# block 1

Fig. 1: block 1, placed cells, one color a class
Fill, decap, tap and diode cells in gray.
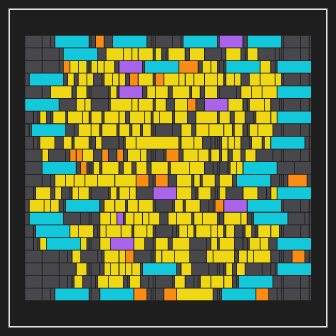

--- config.mk ---
export PLATFORM = sky130hd
export DESIGN_NAME = display_timings
export DESIGN_NICKNAME = d
export VERILOG_FILES = /design/src/rtl/display_timings.sv
export SDC_FILE = /design/constraint.sdc
export NUM_CORES = 1
export LEC_CHECK = 0
export CAP_MARGIN = 0
export CORE_MARGIN = 3
export CORE_UTILIZATION = 55
export CTS_CLUSTER_DIAMETER = 40
export DETAILED_ROUTE_END_ITERATION = 7
export DONT_BUFFER_PORTS = 1
export GPL_TIMING_DRIVEN = 0
export PLACE_DENSITY = 0.77
export SLEW_MARGIN = 30
export SYNTH_ARGS = -nofsm -noshare
export SYNTH_HDL_FRONTEND = slang
export SYNTH_SLANG_ARGS = --single-unit
--- constraint.sdc ---
create_clock -name i_pix_clk -period 3.59 [get_ports i_pix_clk]
set_input_delay 0.8975 -clock i_pix_clk [delete_from_list [all_inputs] [get_ports i_pix_clk]]
set_output_delay 0.8975 -clock i_pix_clk [all_outputs]
set_load 0.005 [all_outputs]
--- src/rtl/display_timings.sv ---
// display_timings
//
// Raster scan generator for the pixel pattern generators and the video
// output stage. Keeps a horizontal and a vertical position counter and
// decodes data-enable, horizontal/vertical sync and line/frame strobes
// from them. The counters advance one pixel on every rising edge of
// i_pix_clk where i_en is high. This lets the block run from a clock
// that is faster than the pixel rate.
//
// Every output is registered and describes the same pixel as the o_x/o_y
// pair presented in the same cycle. Each line is laid out as: active
// pixels, front porch, sync, back porch. Frames use the same order in
// lines.
//
// Ports:
//   i_pix_clk  in   1   pixel clock, the only clock
//   i_rst      in   1   synchronous active-high reset, wins over i_en
//   i_en       in   1   advance strobe, one pixel step per enabled edge
//   o_x        out  13  horizontal position, 0..H_TOTAL-1
//   o_y        out  13  vertical position, 0..V_TOTAL-1
//   o_hs       out  1   horizontal sync, active level H_POL
//   o_vs       out  1   vertical sync, active level V_POL, whole lines
//   o_de       out  1   data enable, high inside the active region
//   o_line     out  1   one-cycle strobe on the first pixel of a line
//   o_frame    out  1   one-cycle strobe on the first pixel of a frame

module display_timings #(
  parameter int H_RES  = 640,
  parameter int V_RES  = 480,
  parameter int H_FP   = 16,
  parameter int H_SYNC = 96,
  parameter int H_BP   = 48,
  parameter int V_FP   = 10,
  parameter int V_SYNC = 2,
  parameter int V_BP   = 33,
  parameter bit H_POL  = 1'b0,
  parameter bit V_POL  = 1'b0
) (
  input  logic        i_pix_clk,
  input  logic        i_rst,
  input  logic        i_en,
  output logic [12:0] o_x,
  output logic [12:0] o_y,
  output logic        o_hs,
  output logic        o_vs,
  output logic        o_de,
  output logic        o_line,
  output logic        o_frame
);

  localparam int H_TOTAL = H_RES + H_FP + H_SYNC + H_BP;
  localparam int V_TOTAL = V_RES + V_FP + V_SYNC + V_BP;

  // The counters are 13 bits wide, so a line or a frame longer than
  // 8192 cannot be represented. Negative or empty timings make no sense
  // either. Reject both at elaboration, not at run time.
  generate
    if (H_RES < 1 || H_FP < 0 || H_SYNC < 0 || H_BP < 0 || H_TOTAL > 8192) begin : g_bad_h
      $error("display_timings: horizontal timing parameters out of range");
    end
    if (V_RES < 1 || V_FP < 0 || V_SYNC < 0 || V_BP < 0 || V_TOTAL > 8192) begin : g_bad_v
      $error("display_timings: vertical timing parameters out of range");
    end
  endgenerate

  // The comparisons use a 14-bit domain. With a total of exactly 8192
  // and an empty back porch, the end of sync equals 8192. That value
  // does not fit in the 13-bit position itself.
  localparam logic [13:0] H_LAST       = 14'(H_TOTAL - 1);
  localparam logic [13:0] V_LAST       = 14'(V_TOTAL - 1);
  localparam logic [13:0] H_ACT_END    = 14'(H_RES);
  localparam logic [13:0] V_ACT_END    = 14'(V_RES);
  localparam logic [13:0] H_SYNC_BEG   = 14'(H_RES + H_FP);
  localparam logic [13:0] H_SYNC_END   = 14'(H_RES + H_FP + H_SYNC);
  localparam logic [13:0] V_SYNC_BEG   = 14'(V_RES + V_FP);
  localparam logic [13:0] V_SYNC_END   = 14'(V_RES + V_FP + V_SYNC);
  localparam logic [12:0] X_RESET      = 13'(H_TOTAL - 1);
  localparam logic [12:0] Y_RESET      = 13'(V_TOTAL - 1);

  logic        h_wrap;
  logic        v_wrap;
  logic [12:0] next_x;
  logic [12:0] next_y;
  logic [13:0] nx;
  logic [13:0] ny;
  logic        next_de;
  logic        next_hs;
  logic        next_vs;
  logic        next_line;
  logic        next_frame;

  // Position the counters move to on an enabled edge. The terminal
  // values are matched explicitly, so the counters never wrap through
  // their natural 13-bit range.
  always_comb begin
    h_wrap = ({1'b0, o_x} == H_LAST);
    v_wrap = ({1'b0, o_y} == V_LAST);
    next_x = o_x + 13'd1;
    next_y = o_y;
    if (h_wrap) begin
      next_x = '0;
      next_y = v_wrap ? 13'd0 : o_y + 13'd1;
    end
  end

  // The decode runs on the upcoming position, not the current one. It
  // is registered together with the counters, so sync, DE and the
  // strobes stay aligned with the o_x/o_y shown in the same cycle.
  // vsync depends only on y. Because y only changes when x returns to 0,
  // its edges fall on x=0.
  always_comb begin
    nx         = {1'b0, next_x};
    ny         = {1'b0, next_y};
    next_de    = (nx < H_ACT_END) && (ny < V_ACT_END);
    next_hs    = ((nx >= H_SYNC_BEG) && (nx < H_SYNC_END)) ? H_POL : ~H_POL;
    next_vs    = ((ny >= V_SYNC_BEG) && (ny < V_SYNC_END)) ? V_POL : ~V_POL;
    next_line  = (next_x == 13'd0);
    next_frame = next_line && (next_y == 13'd0);
  end

  // State and output register. Reset parks the scan on the last pixel of
  // the frame. The first enabled tick after reset therefore lands on
  // (0,0) with both strobes raised. On edges without i_en, the position
  // and level outputs hold, but the strobes clear. This keeps each strobe
  // exactly one clock wide, no matter how sparse i_en is.
  always_ff @(posedge i_pix_clk) begin
    if (i_rst) begin
      o_x     <= X_RESET;
      o_y     <= Y_RESET;
      o_de    <= 1'b0;
      o_hs    <= ~H_POL;
      o_vs    <= ~V_POL;
      o_line  <= 1'b0;
      o_frame <= 1'b0;
    end else if (i_en) begin
      o_x     <= next_x;
      o_y     <= next_y;
      o_de    <= next_de;
      o_hs    <= next_hs;
      o_vs    <= next_vs;
      o_line  <= next_line;
      o_frame <= next_frame;
    end else begin
      o_line  <= 1'b0;
      o_frame <= 1'b0;
    end
  end

endmodule

# block 2

[config.mk]
export PLATFORM = sky130hd
export DESIGN_NAME = mem_access_stage_flat
export DESIGN_NICKNAME = d
export VERILOG_FILES = /design/src/rtl/mem_access_stage_if.sv /design/src/rtl/mem_access_stage.sv /design/src/flat_wrapper.sv
export SDC_FILE = /design/constraint.sdc
export NUM_CORES = 1
export LEC_CHECK = 0
export CORE_MARGIN = 5
export CORE_UTILIZATION = 47
export DETAILED_ROUTE_END_ITERATION = 16
export GPL_TIMING_DRIVEN = 1
export HOLD_SLACK_MARGIN = 0.12
export PLACE_DENSITY = 0.81
export SLEW_MARGIN = 10
export SYNTH_ARGS = -nofsm -noshare
export SYNTH_HDL_FRONTEND = slang
export SYNTH_SLANG_ARGS = --single-unit
[constraint.sdc]
create_clock -name clock -period 2.8 [get_ports clock]
set_clock_uncertainty 0.05 [all_clocks]
set_input_delay 0.56 -clock clock [delete_from_list [all_inputs] [get_ports clock]]
set_output_delay 0.56 -clock clock [all_outputs]
set_load 0.01 [all_outputs]
[src/rtl/mem_access_stage_if.sv]
// rtl/mem_access_stage_if.sv - execute handshake, write-back outputs and data-memory bus of the Y86 memory stage
interface mem_access_stage_if;
   logic        in_valid;
   logic        in_ready;
   logic [3:0]  icode;
   logic [3:0]  rA;
   logic [3:0]  rB;
   logic [31:0] valE;
   logic [31:0] valA;
   logic [31:0] valP;
   logic        out_valid;
   logic [3:0]  icode_out;
   logic [3:0]  rA_out;
   logic [3:0]  rB_out;
   logic [31:0] valE_out;
   logic [31:0] valM_out;
   logic        mem_req;
   logic        mem_we;
   logic [31:0] mem_addr;
   logic [31:0] mem_wdata;
   logic        mem_ack;
   logic [31:0] mem_rdata;
   logic [1:0]  stat;

   modport master (
      output in_valid, icode, rA, rB, valE, valA, valP, mem_ack, mem_rdata,
      input  in_ready, out_valid, icode_out, rA_out, rB_out, valE_out, valM_out,
             mem_req, mem_we, mem_addr, mem_wdata, stat
   );

   modport slave (
      input  in_valid, icode, rA, rB, valE, valA, valP, mem_ack, mem_rdata,
      output in_ready, out_valid, icode_out, rA_out, rB_out, valE_out, valM_out,
             mem_req, mem_we, mem_addr, mem_wdata, stat
   );
endinterface

[src/rtl/mem_access_stage.sv]
// rtl/mem_access_stage.sv - Y86 memory stage; define MEM_ALIGN_CHECK_EN to fault unaligned accesses
module mem_access_stage #(
   parameter int unsigned MEM_TIMEOUT = 255,
   parameter logic [31:0] ADDR_LIMIT  = 32'h0000_FFFF
) (
   input logic               clock,
   input logic               reset_n,
   mem_access_stage_if.slave bus
);
   localparam logic [3:0] ICODE_NOP  = 4'h1;
   localparam logic [3:0] ICODE_HALT = 4'h0;
   localparam logic [1:0] STAT_AOK = 2'd0;
   localparam logic [1:0] STAT_HLT = 2'd1;
   localparam logic [1:0] STAT_ADR = 2'd2;
   localparam logic [1:0] STAT_INS = 2'd3;

   typedef enum logic [1:0] {IDLE, ACCESS, RESP, HALTED} state_t;

   state_t      state;
   logic [7:0]  wait_cnt;
   logic [3:0]  icode_q;
   logic [3:0]  ra_q;
   logic [3:0]  rb_q;
   logic [31:0] vale_q;

   logic        dec_access;
   logic        dec_we;
   logic        dec_invalid;
   logic        dec_fault;
   logic [31:0] dec_addr;
   logic [31:0] dec_wdata;

   always_comb begin
      dec_access  = 1'b0;
      dec_we      = 1'b0;
      dec_invalid = 1'b0;
      dec_addr    = bus.valE;
      dec_wdata   = bus.valA;
      case (bus.icode)
         4'h4, 4'hA: begin dec_access = 1'b1; dec_we = 1'b1; end
         4'h8:       begin dec_access = 1'b1; dec_we = 1'b1; dec_wdata = bus.valP; end
         4'h5:       dec_access = 1'b1;
         4'h9, 4'hB: begin dec_access = 1'b1; dec_addr = bus.valA; end
         4'h0, 4'h1, 4'h2, 4'h3, 4'h6, 4'h7: dec_access = 1'b0;
         default:    dec_invalid = 1'b1;
      endcase
      // The whole 4-byte word must lie at or below ADDR_LIMIT.
      dec_fault = dec_access && (dec_addr > (ADDR_LIMIT - 32'd3));
`ifdef MEM_ALIGN_CHECK_EN
      if (dec_access && (dec_addr[1:0] != 2'b00))
         dec_fault = 1'b1;
`endif
   end

   always_ff @(posedge clock or negedge reset_n) begin
      if (!reset_n) begin
         state         <= IDLE;
         bus.in_ready  <= 1'b1;
         bus.out_valid <= 1'b0;
         bus.icode_out <= ICODE_NOP;
         bus.rA_out    <= 4'hF;
         bus.rB_out    <= 4'hF;
         bus.valE_out  <= 32'd0;
         bus.valM_out  <= 32'd0;
         bus.mem_req   <= 1'b0;
         bus.mem_we    <= 1'b0;
         bus.mem_addr  <= 32'd0;
         bus.mem_wdata <= 32'd0;
         bus.stat      <= STAT_AOK;
         wait_cnt      <= 8'd0;
         icode_q       <= ICODE_NOP;
         ra_q          <= 4'hF;
         rb_q          <= 4'hF;
         vale_q        <= 32'd0;
      end else begin
         case (state)
            IDLE: begin
               if (bus.in_valid) begin
                  bus.in_ready <= 1'b0;
                  icode_q      <= bus.icode;
                  ra_q         <= bus.rA;
                  rb_q         <= bus.rB;
                  vale_q       <= bus.valE;
                  if (dec_access && !dec_invalid && !dec_fault) begin
                     state         <= ACCESS;
                     bus.mem_req   <= 1'b1;
                     bus.mem_we    <= dec_we;
                     bus.mem_addr  <= dec_addr;
                     bus.mem_wdata <= dec_wdata;
                     wait_cnt      <= 8'd0;
                  end else begin
                     // Faulting instructions reach write-back as nop so nothing is written.
                     state         <= RESP;
                     bus.out_valid <= 1'b1;
                     bus.rA_out    <= bus.rA;
                     bus.rB_out    <= bus.rB;
                     bus.valE_out  <= bus.valE;
                     bus.valM_out  <= 32'd0;
                     if (dec_invalid) begin
                        bus.icode_out <= ICODE_NOP;
                        bus.stat      <= STAT_INS;
                     end else if (dec_fault) begin
                        bus.icode_out <= ICODE_NOP;
                        bus.stat      <= STAT_ADR;
                     end else begin
                        bus.icode_out <= bus.icode;
                        if (bus.icode == ICODE_HALT)
                           bus.stat <= STAT_HLT;
                     end
                  end
               end
            end
            ACCESS: begin
               if (bus.mem_ack) begin
                  state         <= RESP;
                  bus.mem_req   <= 1'b0;
                  bus.out_valid <= 1'b1;
                  bus.icode_out <= icode_q;
                  bus.rA_out    <= ra_q;
                  bus.rB_out    <= rb_q;
                  bus.valE_out  <= vale_q;
                  bus.valM_out  <= bus.mem_we ? 32'd0 : bus.mem_rdata;
               end else if (wait_cnt == 8'(MEM_TIMEOUT - 1)) begin
                  state         <= RESP;
                  bus.mem_req   <= 1'b0;
                  bus.out_valid <= 1'b1;
                  bus.icode_out <= ICODE_NOP;
                  bus.rA_out    <= ra_q;
                  bus.rB_out    <= rb_q;
                  bus.valE_out  <= vale_q;
                  bus.valM_out  <= 32'd0;
                  bus.stat      <= STAT_ADR;
               end else begin
                  wait_cnt <= wait_cnt + 8'd1;
               end
            end
            RESP: begin
               bus.out_valid <= 1'b0;
               bus.icode_out <= ICODE_NOP;
               if (bus.stat == STAT_AOK) begin
                  state        <= IDLE;
                  bus.in_ready <= 1'b1;
               end else begin
                  state <= HALTED;
               end
            end
            HALTED: begin
               bus.in_ready  <= 1'b0;
               bus.out_valid <= 1'b0;
               bus.mem_req   <= 1'b0;
               bus.icode_out <= ICODE_NOP;
            end
         endcase
      end
   end
endmodule

[src/flat_wrapper.sv]
// flat-port wrapper written by rule: the top's interface ports become plain ports
module mem_access_stage_flat 
#(
   parameter int unsigned MEM_TIMEOUT = 255,
   parameter logic [31:0] ADDR_LIMIT  = 32'h0000_FFFF
)
  (clock, reset_n, bus_in_valid, bus_icode, bus_rA, bus_rB, bus_valE, bus_valA, bus_valP, bus_mem_ack, bus_mem_rdata, bus_in_ready, bus_out_valid, bus_icode_out, bus_rA_out, bus_rB_out, bus_valE_out, bus_valM_out, bus_mem_req, bus_mem_we, bus_mem_addr, bus_mem_wdata, bus_stat);
  mem_access_stage_if bus_i ();
  input logic clock;
  input logic reset_n;
  input wire logic [$bits(bus_i.in_valid)-1:0] bus_in_valid;
  input wire logic [$bits(bus_i.icode)-1:0] bus_icode;
  input wire logic [$bits(bus_i.rA)-1:0] bus_rA;
  input wire logic [$bits(bus_i.rB)-1:0] bus_rB;
  input wire logic [$bits(bus_i.valE)-1:0] bus_valE;
  input wire logic [$bits(bus_i.valA)-1:0] bus_valA;
  input wire logic [$bits(bus_i.valP)-1:0] bus_valP;
  input wire logic [$bits(bus_i.mem_ack)-1:0] bus_mem_ack;
  input wire logic [$bits(bus_i.mem_rdata)-1:0] bus_mem_rdata;
  output wire logic [$bits(bus_i.in_ready)-1:0] bus_in_ready;
  output wire logic [$bits(bus_i.out_valid)-1:0] bus_out_valid;
  output wire logic [$bits(bus_i.icode_out)-1:0] bus_icode_out;
  output wire logic [$bits(bus_i.rA_out)-1:0] bus_rA_out;
  output wire logic [$bits(bus_i.rB_out)-1:0] bus_rB_out;
  output wire logic [$bits(bus_i.valE_out)-1:0] bus_valE_out;
  output wire logic [$bits(bus_i.valM_out)-1:0] bus_valM_out;
  output wire logic [$bits(bus_i.mem_req)-1:0] bus_mem_req;
  output wire logic [$bits(bus_i.mem_we)-1:0] bus_mem_we;
  output wire logic [$bits(bus_i.mem_addr)-1:0] bus_mem_addr;
  output wire logic [$bits(bus_i.mem_wdata)-1:0] bus_mem_wdata;
  output wire logic [$bits(bus_i.stat)-1:0] bus_stat;
  assign bus_i.in_valid = bus_in_valid;
  assign bus_i.icode = bus_icode;
  assign bus_i.rA = bus_rA;
  assign bus_i.rB = bus_rB;
  assign bus_i.valE = bus_valE;
  assign bus_i.valA = bus_valA;
  assign bus_i.valP = bus_valP;
  assign bus_i.mem_ack = bus_mem_ack;
  assign bus_i.mem_rdata = bus_mem_rdata;
  assign bus_in_ready = bus_i.in_ready;
  assign bus_out_valid = bus_i.out_valid;
  assign bus_icode_out = bus_i.icode_out;
  assign bus_rA_out = bus_i.rA_out;
  assign bus_rB_out = bus_i.rB_out;
  assign bus_valE_out = bus_i.valE_out;
  assign bus_valM_out = bus_i.valM_out;
  assign bus_mem_req = bus_i.mem_req;
  assign bus_mem_we = bus_i.mem_we;
  assign bus_mem_addr = bus_i.mem_addr;
  assign bus_mem_wdata = bus_i.mem_wdata;
  assign bus_stat = bus_i.stat;
  mem_access_stage #(.MEM_TIMEOUT(MEM_TIMEOUT), .ADDR_LIMIT(ADDR_LIMIT)) u_core (.clock(clock), .reset_n(reset_n), .bus(bus_i));
endmodule
# block 3

$ cat config.mk
export PLATFORM = sky130hd
export DESIGN_NAME = gpio_pattern_sequencer
export DESIGN_NICKNAME = d
export VERILOG_FILES = /design/src/rtl/gpio_pattern_sequencer.sv
export SDC_FILE = /design/constraint.sdc
export NUM_CORES = 1
export LEC_CHECK = 0
export CORE_AREA = 3 3 307 309
export DETAILED_ROUTE_END_ITERATION = 12
export DIE_AREA = 0 0 310 312
export HOLD_SLACK_MARGIN = 0.1
export PLACE_DENSITY = 0.55
export SYNTH_ARGS = -nofsm -noshare
export SYNTH_HDL_FRONTEND = slang
export SYNTH_SLANG_ARGS = --single-unit
$ cat constraint.sdc
create_clock -name HCLK -period 9.65 [get_ports HCLK]
set_input_delay 2.895 -clock HCLK [delete_from_list [all_inputs] [get_ports HCLK]]
set_output_delay 2.895 -clock HCLK [all_outputs]
set_load 0.01 [all_outputs]
$ cat src/rtl/gpio_pattern_sequencer.sv
// APB-programmed GPIO pattern sequencer: walks up to DEPTH {data, mask, delay}
// entries and drives masked, timed updates onto seq_out.
module gpio_pattern_sequencer #(
    parameter int APB_ADDR_WIDTH = 12,
    parameter int DEPTH          = 8,
    parameter int DELAY_WIDTH    = 16
) (
    input  logic                      HCLK,
    input  logic                      HRESETn,
    input  logic [APB_ADDR_WIDTH-1:0] PADDR,
    input  logic [31:0]               PWDATA,
    input  logic                      PWRITE,
    input  logic                      PSEL,
    input  logic                      PENABLE,
    output logic [31:0]               PRDATA,
    output logic                      PREADY,
    output logic                      PSLVERR,
    output logic [31:0]               seq_out,
    output logic                      seq_busy,
    output logic                      interrupt
);
    localparam int IW = $clog2(DEPTH);

    typedef enum logic [1:0] {S_IDLE, S_APPLY, S_WAIT} state_t;

    state_t                 state_q, state_d;
    logic [IW-1:0]          cur_q, cur_d;
    logic [DELAY_WIDTH-1:0] cnt_q, cnt_d;
    logic                   fin_q, fin_d;
    logic                   start_q, start_d;
    logic                   loop_q, loop_d;
    logic                   ie_q, ie_d;
    logic                   done_q, done_d;
    logic [7:0]             len_q, len_d;
    logic [IW-1:0]          idx_q, idx_d;
    logic [31:0]            seq_out_q, seq_out_d;
    logic [31:0]            data_q [DEPTH];
    logic [31:0]            data_d [DEPTH];
    logic [31:0]            mask_q [DEPTH];
    logic [31:0]            mask_d [DEPTH];
    logic [DELAY_WIDTH-1:0] delay_q [DEPTH];
    logic [DELAY_WIDTH-1:0] delay_d [DEPTH];

    logic       wr, start_req, stop_req, wr_out;
    logic       done_set, apply_en, advance;
    logic [3:0] reg_sel;
    logic [8:0] eff_len, nxt_idx;
    logic       unused_paddr;

    assign reg_sel      = PADDR[5:2];
    assign wr           = PSEL && PENABLE && PWRITE;
    assign stop_req     = wr && (reg_sel == 4'h0) && PWDATA[1];
    assign start_req    = wr && (reg_sel == 4'h0) && PWDATA[0] && !PWDATA[1];
    assign wr_out       = wr && (reg_sel == 4'h7);
    assign eff_len      = ({1'b0, len_q} > 9'(DEPTH)) ? 9'(DEPTH) : {1'b0, len_q};
    assign nxt_idx      = 9'(cur_q) + 9'd1;
    assign unused_paddr = ^{PADDR[APB_ADDR_WIDTH-1:6], PADDR[1:0]};

    always_ff @(posedge HCLK or negedge HRESETn) begin
        if (!HRESETn) begin
            state_q   <= S_IDLE;
            cur_q     <= '0;
            cnt_q     <= '0;
            fin_q     <= 1'b0;
            start_q   <= 1'b0;
            loop_q    <= 1'b0;
            ie_q      <= 1'b0;
            done_q    <= 1'b0;
            len_q     <= '0;
            idx_q     <= '0;
            seq_out_q <= '0;
            for (int i = 0; i < DEPTH; i++) begin
                data_q[i]  <= '0;
                mask_q[i]  <= '0;
                delay_q[i] <= '0;
            end
        end else begin
            state_q   <= state_d;
            cur_q     <= cur_d;
            cnt_q     <= cnt_d;
            fin_q     <= fin_d;
            start_q   <= start_d;
            loop_q    <= loop_d;
            ie_q      <= ie_d;
            done_q    <= done_d;
            len_q     <= len_d;
            idx_q     <= idx_d;
            seq_out_q <= seq_out_d;
            data_q    <= data_d;
            mask_q    <= mask_d;
            delay_q   <= delay_d;
        end
    end

    // An accepted START is held one cycle in start_q before the walk begins;
    // fin_q spends one APPLY slot so completion lands DELAY+1 after the last entry.
    always_comb begin
        state_d   = state_q;
        cur_d     = cur_q;
        cnt_d     = cnt_q;
        fin_d     = fin_q;
        start_d   = 1'b0;
        done_set  = 1'b0;
        apply_en  = 1'b0;
        advance   = 1'b0;
        case (state_q)
            S_IDLE: begin
                if (start_q) begin
                    state_d = S_APPLY;
                    cur_d   = '0;
                end else begin
                    start_d = start_req && (eff_len != 9'd0);
                end
            end
            S_APPLY: begin
                if (fin_q) begin
                    done_set = 1'b1;
                    state_d  = S_IDLE;
                    cur_d    = '0;
                    fin_d    = 1'b0;
                end else begin
                    apply_en = 1'b1;
                    cnt_d    = delay_q[cur_q];
                    if (delay_q[cur_q] != '0) state_d = S_WAIT;
                    else                      advance = 1'b1;
                end
            end
            S_WAIT: begin
                if (cnt_q == DELAY_WIDTH'(1)) advance = 1'b1;
                else                          cnt_d   = cnt_q - DELAY_WIDTH'(1);
            end
            default: state_d = S_IDLE;
        endcase
        if (advance) begin
            state_d = S_APPLY;
            if (nxt_idx < eff_len) cur_d = cur_q + IW'(1);
            else if (loop_q)       cur_d = '0;
            else                   fin_d = 1'b1;
        end
        if (stop_req) begin
            state_d  = S_IDLE;
            cur_d    = '0;
            fin_d    = 1'b0;
            start_d  = 1'b0;
            done_set = 1'b0;
            apply_en = 1'b0;
        end
        seq_out_d = seq_out_q;
        if (apply_en)
            seq_out_d = (seq_out_q & ~mask_q[cur_q]) | (data_q[cur_q] & mask_q[cur_q]);
        else if (wr_out && !seq_busy)
            seq_out_d = PWDATA;
    end

    always_comb begin
        loop_d  = loop_q;
        ie_d    = ie_q;
        len_d   = len_q;
        idx_d   = idx_q;
        done_d  = done_q;
        data_d  = data_q;
        mask_d  = mask_q;
        delay_d = delay_q;
        if (wr) begin
            case (reg_sel)
                4'h0: begin
                    loop_d = PWDATA[2];
                    ie_d   = PWDATA[3];
                end
                4'h1: if (PWDATA[1]) done_d = 1'b0;
                4'h2: len_d = PWDATA[7:0];
                4'h3: idx_d = PWDATA[IW-1:0];
                4'h4: data_d[idx_q]  = PWDATA;
                4'h5: mask_d[idx_q]  = PWDATA;
                4'h6: delay_d[idx_q] = PWDATA[DELAY_WIDTH-1:0];
                default: ;
            endcase
        end
        if (done_set) done_d = 1'b1;
    end

    always_comb begin
        PRDATA = '0;
        case (reg_sel)
            4'h0: PRDATA = {28'd0, ie_q, loop_q, 2'b00};
            4'h1: PRDATA = {16'd0, 8'(cur_q), 6'd0, done_q, seq_busy};
            4'h2: PRDATA = {24'd0, len_q};
            4'h3: PRDATA = 32'(idx_q);
            4'h4: PRDATA = data_q[idx_q];
            4'h5: PRDATA = mask_q[idx_q];
            4'h6: PRDATA = 32'(delay_q[idx_q]);
            4'h7: PRDATA = seq_out_q;
            default: PRDATA = '0;
        endcase
    end

    assign seq_busy  = (state_q != S_IDLE) || start_q;
    assign seq_out   = seq_out_q;
    assign interrupt = done_q && ie_q;
    assign PREADY    = 1'b1;
    assign PSLVERR   = 1'b0;
endmodule

# block 4

`src/rtl/inst_cache_dm.sv`:
```
// inst_cache_dm: direct-mapped read-only instruction cache with a word-by-word line fill and hit/miss counters
module inst_cache_dm #(
  parameter int NUM_LINES      = 16,
  parameter int WORDS_PER_LINE = 4,
  parameter int ADDR_WIDTH     = 32
) (
  input  logic                  clk,
  input  logic                  rst,
  input  logic                  cpu_req,
  input  logic [ADDR_WIDTH-1:0] cpu_addr,
  output logic                  cpu_ready,
  output logic                  cpu_rvalid,
  output logic [31:0]           cpu_rdata,
  output logic                  cpu_fault,
  input  logic                  inv,
  output logic                  mem_req,
  output logic [ADDR_WIDTH-1:0] mem_addr,
  input  logic                  mem_ack,
  input  logic [31:0]           mem_rdata,
  output logic [31:0]           hit_count,
  output logic [31:0]           miss_count
);
  localparam int OFF_W = $clog2(WORDS_PER_LINE);
  localparam int IDX_W = $clog2(NUM_LINES);
  localparam int TAG_W = ADDR_WIDTH - IDX_W - OFF_W - 2;
  typedef enum logic [1:0] {IDLE, FILL, RESP} state_t;
  state_t state, state_nx;
  logic [NUM_LINES-1:0] valid;
  logic [TAG_W-1:0] tags [NUM_LINES];
  logic [31:0] data [NUM_LINES*WORDS_PER_LINE];
  logic [ADDR_WIDTH-3:0] lat;
  logic [OFF_W-1:0] k;
  logic inv_pend, accept, misal, hit, last_ack;
  logic [TAG_W-1:0] a_tag, l_tag;
  logic [IDX_W-1:0] a_idx, l_idx;
  logic [OFF_W-1:0] a_word, l_word;
  assign a_tag  = cpu_addr[ADDR_WIDTH-1:IDX_W+OFF_W+2];
  assign a_idx  = cpu_addr[IDX_W+OFF_W+1:OFF_W+2];
  assign a_word = cpu_addr[OFF_W+1:2];
  assign l_tag  = lat[ADDR_WIDTH-3:IDX_W+OFF_W];
  assign l_idx  = lat[IDX_W+OFF_W-1:OFF_W];
  assign l_word = lat[OFF_W-1:0];
  // A pending invalidate blocks accepts for the one cycle it spends clearing the valid bits
  assign cpu_ready = state == IDLE && !inv && !inv_pend;
  assign accept    = cpu_req && cpu_ready;
  assign misal     = |cpu_addr[1:0];
  assign hit       = valid[a_idx] && tags[a_idx] == a_tag;
  assign last_ack  = state == FILL && mem_ack && &k;
  assign mem_req   = state == FILL;
  assign mem_addr  = mem_req ? {lat[ADDR_WIDTH-3:OFF_W], k, 2'b00} : '0;
  always_comb begin
    state_nx = state;
    if (state == IDLE && accept && !misal && !hit) state_nx = FILL;
    if (last_ack) state_nx = RESP;
    if (state == RESP) state_nx = IDLE;
  end
  always_ff @(posedge clk or negedge rst) begin
    if (!rst) begin
      state      <= IDLE;
      valid      <= '0;
      lat        <= '0;
      k          <= '0;
      inv_pend   <= 1'b0;
      cpu_rvalid <= 1'b0;
      cpu_fault  <= 1'b0;
      cpu_rdata  <= '0;
      hit_count  <= '0;
      miss_count <= '0;
    end else begin
      state      <= state_nx;
      cpu_rvalid <= (accept && (misal || hit)) || state == RESP;
      cpu_fault  <= accept && misal;
      cpu_rdata  <= state == RESP ? data[{l_idx, l_word}] :
                    (accept && !misal && hit) ? data[{a_idx, a_word}] : '0;
      if (accept && !misal && hit && !(&hit_count)) hit_count <= hit_count + 32'd1;
      if (accept && !misal && !hit) begin
        lat <= cpu_addr[ADDR_WIDTH-1:2];
        if (!(&miss_count)) miss_count <= miss_count + 32'd1;
      end
      if (state == FILL && mem_ack) k <= k + 1'b1;
      if (last_ack) valid[l_idx] <= 1'b1;
      if (state == IDLE && (inv || inv_pend)) valid <= '0;
      inv_pend <= state != IDLE && (inv_pend || inv);
    end
  end
  always_ff @(posedge clk) begin
    if (state == FILL && mem_ack) begin
      data[{l_idx, k}] <= mem_rdata;
      if (&k) tags[l_idx] <= l_tag;
    end
  end
endmodule

```
`config.mk`:
```
export PLATFORM = sky130hd
export DESIGN_NAME = inst_cache_dm
export DESIGN_NICKNAME = d
export VERILOG_FILES = /design/src/rtl/inst_cache_dm.sv
export SDC_FILE = /design/constraint.sdc
export NUM_CORES = 2
export LEC_CHECK = 0
export CAP_MARGIN = 25
export CORE_MARGIN = 8
export CORE_UTILIZATION = 41
export DETAILED_ROUTE_END_ITERATION = 10
export SYNTH_ARGS = -nofsm -noshare
export SYNTH_HDL_FRONTEND = slang
export SYNTH_SLANG_ARGS = --single-unit
```
`constraint.sdc`:
```
create_clock -name clk -period 7.28 [get_ports clk]
set_clock_uncertainty 0.05 [all_clocks]
set_input_delay 1.456 -clock clk [delete_from_list [all_inputs] [get_ports clk]]
set_output_delay 1.456 -clock clk [all_outputs]
set_load 0.05 [all_outputs]
```

==> gallery <==
Routed metal, one color a layer.
(a)
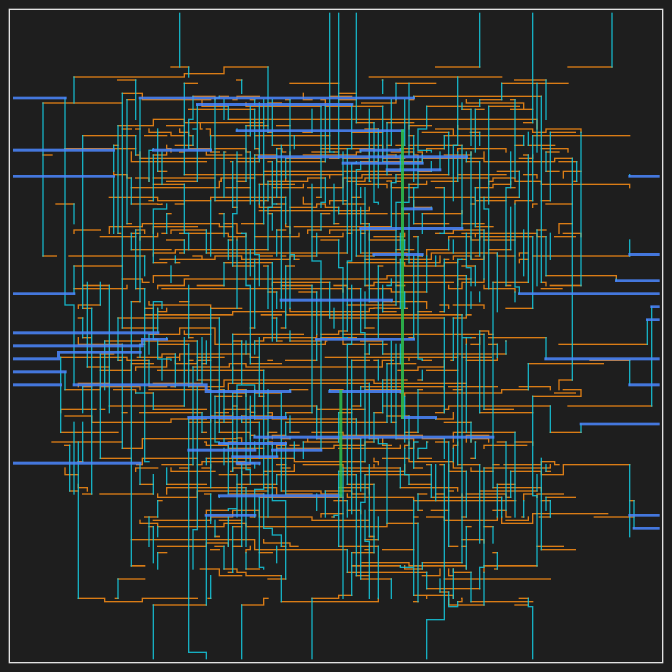
(b)
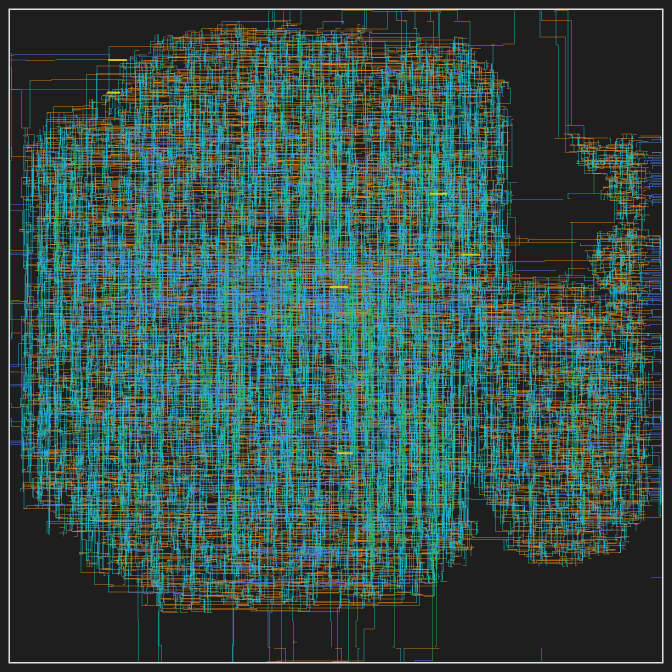
(c)
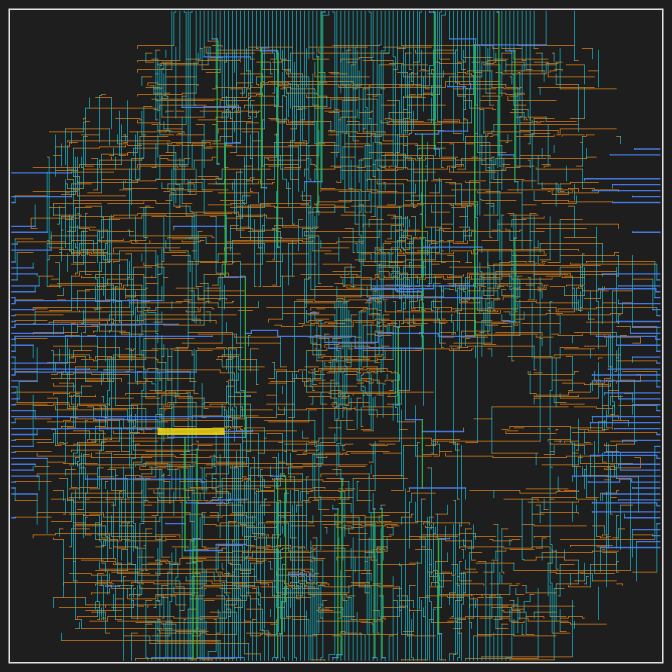
(d)
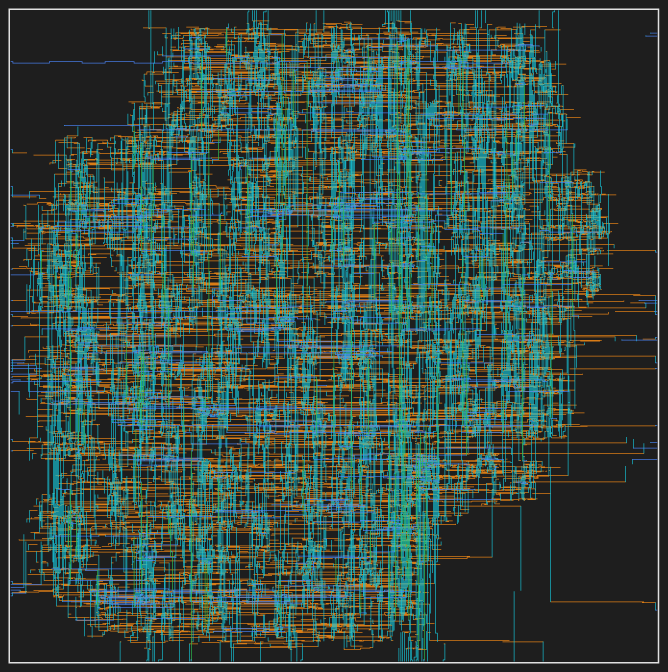
block 2 -> (c)
block 1 -> (a)
block 3 -> (d)
block 4 -> (b)
The one with the most wire is (b).
The one with the least wire is (a).

Fig. 2: block 1, drive-strength map
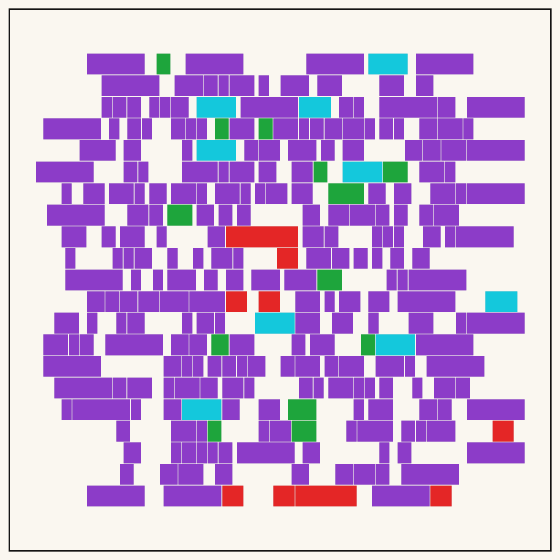
legend:
  purple:
    size: _0 and _1 cells
    cells: 245
    share: 89%
  red:
    size: _3 and _4 cells
    cells: 9
    share: 3.3%
  cyan:
    size: _6 and larger
    cells: 9
    share: 3.3%
  green:
    size: _2 cells
    cells: 13
    share: 4.7%

Fig. 3: block 1, placement view
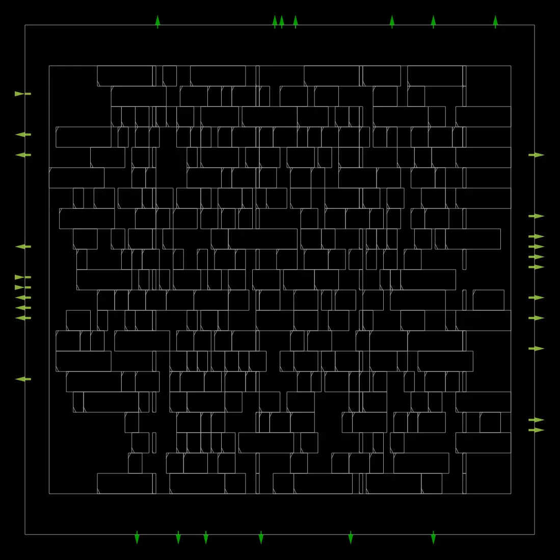
Seq/total area: 0.2731
row cnt: 21

Notes on Fig. 1 above:
legend:
  orange:
    class: remaining buffers and delay cells
    cells: 21
    share_of_their_area: 5.8%
  purple:
    class: clock drivers and dummy loads
    cells: 8
    share_of_their_area: 4.5%
  yellow:
    class: combinational and other logic
    cells: 216
    share_of_their_area: 62%
  cyan:
    class: sequential cells
    cells: 31
    share_of_their_area: 28%

==> results.py, block 1 <==
# Auto-generated metrics
metrics = {
    "run_status": {
        "outcome": "finished clean",
    },
    "final_layout": {
        "antenna_cells": 0,
        "nNonClkBuffers": 21,
        "dominant_cells": "multi-input combinational cells",
        "sh_comb_area": 0.5947,
        "nonClockInverterCount": 4,
        "clkCellAreaFrac": 0.04405,
    },
    "routing": {
        "wl_met2_um": 2314,
    },
    "die": {
        "tapCellCount": 46,
    },
    "place": {
        "gp_congestion": 0.8609,
    },
    "critical_path": {
        "cpPeakStageDelay_ps": 520,
        "cpMaxStageDelayCell": "dfxtp_1",
    },
    "grt": {
        "first_global_vias": 1714,
        "grt_remaining_overflow": 0,
        "use_met1": 0.3496,
        "grt_start_max_net_pins": 11,
    },
    "pwr": {
        "power_frac_seq": 0.401,
        "pwr-share-comb": 0.288,
        "power.total_mw": 0.9683,
        "p_int_mw": 0.6552,
    },
    "synthesis": {
        "edf_count": 0,
        "synthSimpleGateAreaFrac": 0.3325,
    },
    "clocking": {
        "cts.reportedPaths.clkPinSlew_ps": 60,
    },
    "sta": {
        "fmax_ghz": 0.4350,
    },
}
Fig. 4: block 4, placed cells, one color a class
Fill, decap, tap and diode cells in gray.
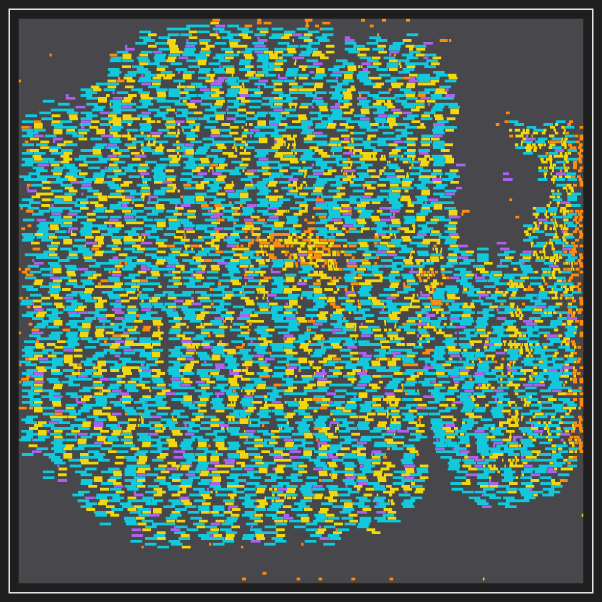
legend:
  purple:
    class: clock drivers and dummy loads
    cells: 504
    share_of_their_area: 7.0%
  orange:
    class: remaining buffers and delay cells
    cells: 426
    share_of_their_area: 3.6%
  yellow:
    class: combinational and other logic
    cells: 2417
    share_of_their_area: 29%
  cyan:
    class: sequential cells
    cells: 2581
    share_of_their_area: 60%

Fig. 5: block 4, placement view
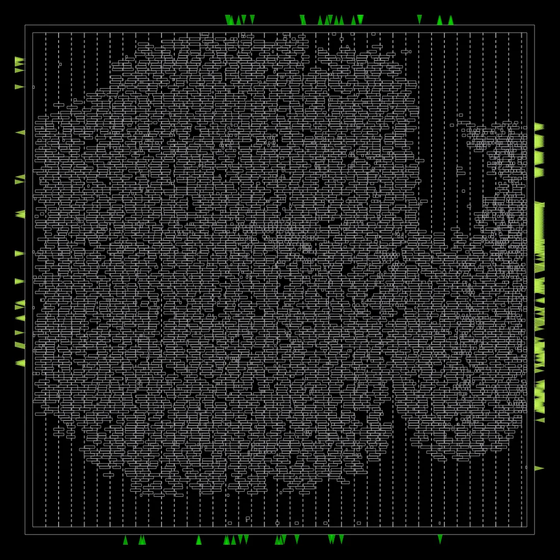
fillers: 22.96k
row cnt: 195
post-layout util: 0.4724
Tap Cells: 3743
Seq/total area: 0.5777

==> results.py, block 4 <==
# Auto-generated metrics
metrics = {
    "run_status": {
        "outcome": "finished clean",
    },
    "hold_path": {
        "min_path_cells": 1,
        "hold_class": "register to register",
    },
    "sta": {
        "relSlewSlack": 0.2254,
    },
    "routing": {
        "num_vias": 64149,
    },
    "die": {
        "die_area_um2": 299000,
    },
    "pwr": {
        "power.switching_mw": 6.740,
        "ir_worst_vdd_v": 0.0001638,
    },
    "critical_path": {
        "cp_cell_sequence": "buf_6 > buf_4 > mux4_2 > mux2i_1 > mux2i_1 > xor2_1 > nor3_1 > and3_4 > buf_4 > nand4_1 > a21oi_1",
    },
    "final_layout": {
        "clock_buffers": 394,
        "finalInstanceArea_um2": 132900,
    },
    "synthesis": {
        "synth.top_cell.area_share": 0.6321,
        "yosysMostFrequentCell": "edfxtp_1",
        "ys_dominant_reg_cell": "edfxtp_1",
    },
    "grt": {
        "grt.busiest_layer": "met2",
        "first_global_vias": 64563,
    },
    "clocking": {
        "holdBufCountCts": 0,
    },
}
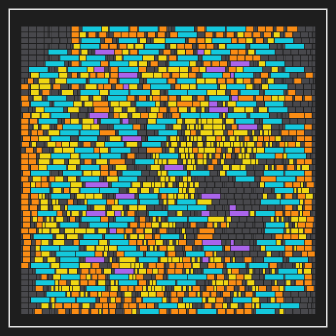
Fig. 6. Placed cells, one color a class (block 2).
Fill, decap, tap and diode cells in gray.
legend:
  yellow:
    class: combinational and other logic
    cells: 471
    share_of_their_area: 29%
  orange:
    class: remaining buffers and delay cells
    cells: 379
    share_of_their_area: 28%
  purple:
    class: clock drivers and dummy loads
    cells: 32
    share_of_their_area: 4.4%
  cyan:
    class: sequential cells
    cells: 200
    share_of_their_area: 38%

Fig. 7: block 2, drive-strength map
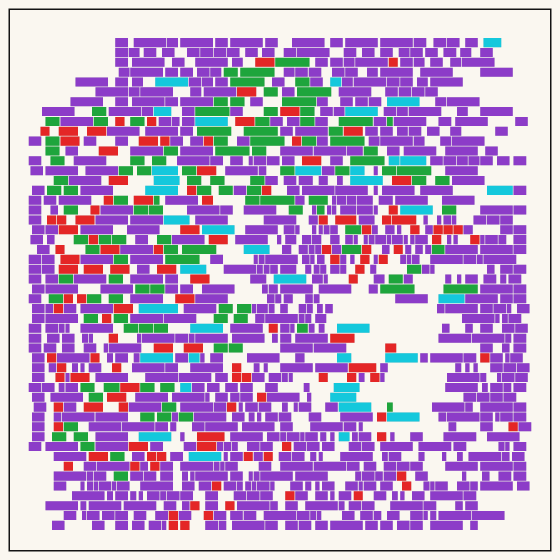
legend:
  green:
    size: _2 cells
    cells: 118
    share: 11%
  red:
    size: _3 and _4 cells
    cells: 123
    share: 11%
  purple:
    size: _0 and _1 cells
    cells: 803
    share: 74%
  cyan:
    size: _6 and larger
    cells: 38
    share: 3.5%

==> results.py, block 2 <==
# Auto-generated metrics
metrics = {
    "pwr": {
        "seq_cell_power_mw": 4.58,
        "power.total_mw": 12.23,
    },
    "sta": {
        "setup_ws_ps": 130.9,
        "min_period_over_period": 0.9533,
    },
    "routing": {
        "drc_errors": 0,
        "dr.first_iter.drc_count": 263,
        "wl_met3_um": 1382,
    },
    "die": {
        "die_area_um2": 22220,
    },
    "clocking": {
        "postCtsSetupBuffers": 0,
        "clock_path_buffers": 2,
    },
    "synthesis": {
        "synth_nets": 866,
        "mappedNetlistArea_um2": 9091,
    },
    "critical_path": {
        "cp_cell_sequence": "clkdlybuf4s50_1 > nand4_1 > nor4_4 > nor4_4 > a211oi_2 > buf_4 > nor3b_4 > buf_12 > a22o_1",
    },
    "run_status": {
        "outcome": "finished clean",
    },
    "hold_path": {
        "hp-start": "u_core.bus.mem_wdata[13]",
    },
}
Fig. 8: block 3, placed cells, one color a class
Fill, decap, tap and diode cells in gray.
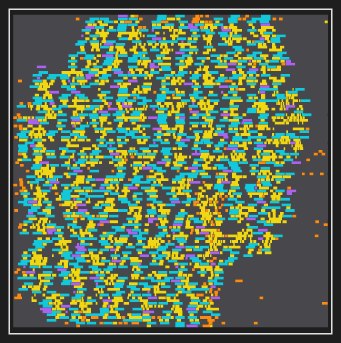
legend:
  yellow:
    class: combinational and other logic
    cells: 1808
    share_of_their_area: 45%
  cyan:
    class: sequential cells
    cells: 709
    share_of_their_area: 44%
  orange:
    class: remaining buffers and delay cells
    cells: 174
    share_of_their_area: 4.0%
  purple:
    class: clock drivers and dummy loads
    cells: 148
    share_of_their_area: 6.9%

Fig. 9: block 3, drive-strength map
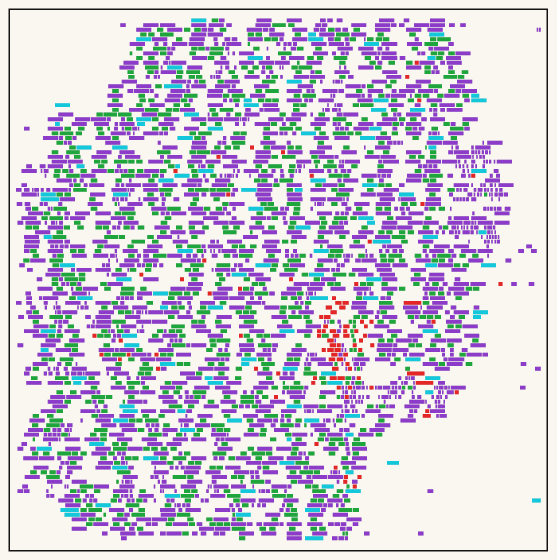
legend:
  purple:
    size: _0 and _1 cells
    cells: 1753
    share: 62%
  green:
    size: _2 cells
    cells: 874
    share: 31%
  cyan:
    size: _6 and larger
    cells: 120
    share: 4.2%
  red:
    size: _3 and _4 cells
    cells: 92
    share: 3.2%

==> results.py, block 3 <==
# Auto-generated metrics
metrics = {
    "clocking": {
        "worstSkewPairLatency_ps": 640,
        "cts.reportedPaths.clkPinSlew_ps": 50,
        "cts_tree": "done",
    },
    "critical_path": {
        "endpoint_kind": "primary output",
    },
    "place": {
        "dpl.cell_count": 3877,
        "place_area_um2": 38720,
    },
    "pwr": {
        "pg_comb_mw": 1.74,
        "seq_cell_power_mw": 3.34,
        "pwr-share-comb": 0.210,
    },
    "synthesis": {
        "yosysCellCount": 2784,
        "yosysTopAreaCell": "dfrtp_1",
    },
    "sta": {
        "tns_ps": 0,
    },
    "grt": {
        "met2_usage": 0.3942,
        "grt_remaining_overflow": 0,
        "first_global_vias": 26962,
        "grt.busiest_layer": "met2",
        "use_met3": 0.04208,
    },
    "final_layout": {
        "logic_gates": 1797,
        "finalInstanceArea_um2": 41500,
        "mostFrequentLayoutCells": "706 x dfrtp_1, 692 x mux2_2, 282 x a22oi_1",
        "fin_util": 0.4528,
    },
    "job": {
        "drv_cap": 0,
    },
    "routing": {
        "ant_nets": 0,
    },
    "die": {
        "die_area_um2": 96720,
    },
    "run_status": {
        "outcome": "finished clean",
    },
}


==> notes/layouts.md <==
Pictures saved along the way, in no particular order.

Port wiring.
Plate I
The bar under the picture is 200 um long.
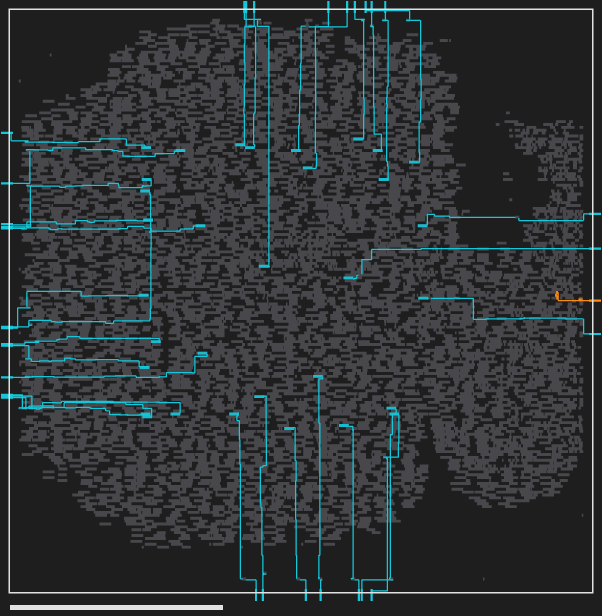
Plate II
The bar under the picture is 50 um long.
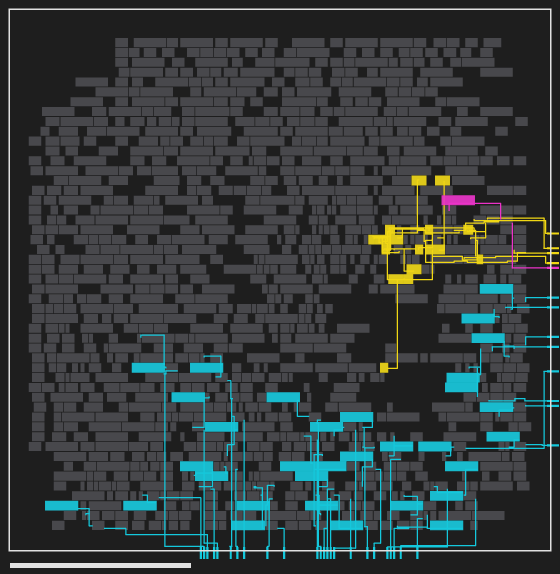
Plate III
The bar under the picture is 100 um long.
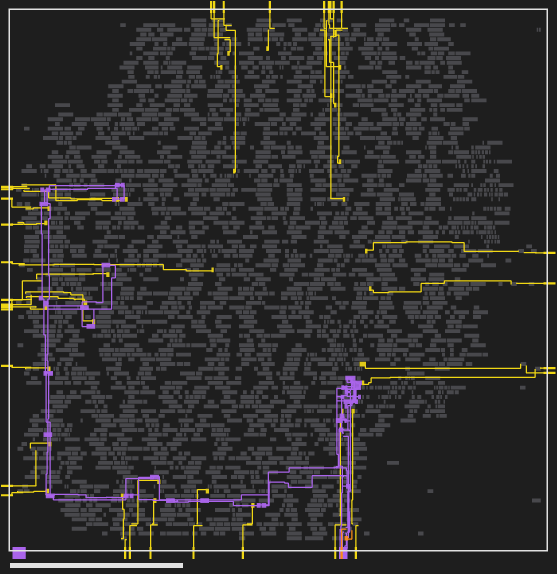
Plate IV
The bar under the picture is 20 um long.
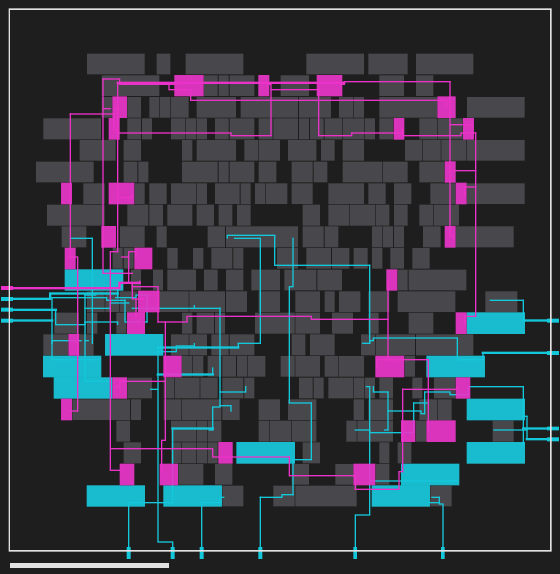
Plate III: block 3
Plate IV: block 1
Plate I: block 4
Plate II: block 2
- largest die: Plate I

Key to Plate II:
legend:
  magenta:
    port: bus_out_valid
    bits: 1
    direction: output
    end_cells: 1
    buffers: 1
    wire: 43.0 um
  cyan:
    port: bus_mem_wdata
    bits: 32
    direction: output
    end_cells: 32
    buffers: 32
    wire: 1100 um
  yellow:
    port: bus_icode
    bits: 4
    direction: input
    end_cells: 18
    buffers: 8
    wire: 408 um

Power is estimated from default activity; no workload was simulated.
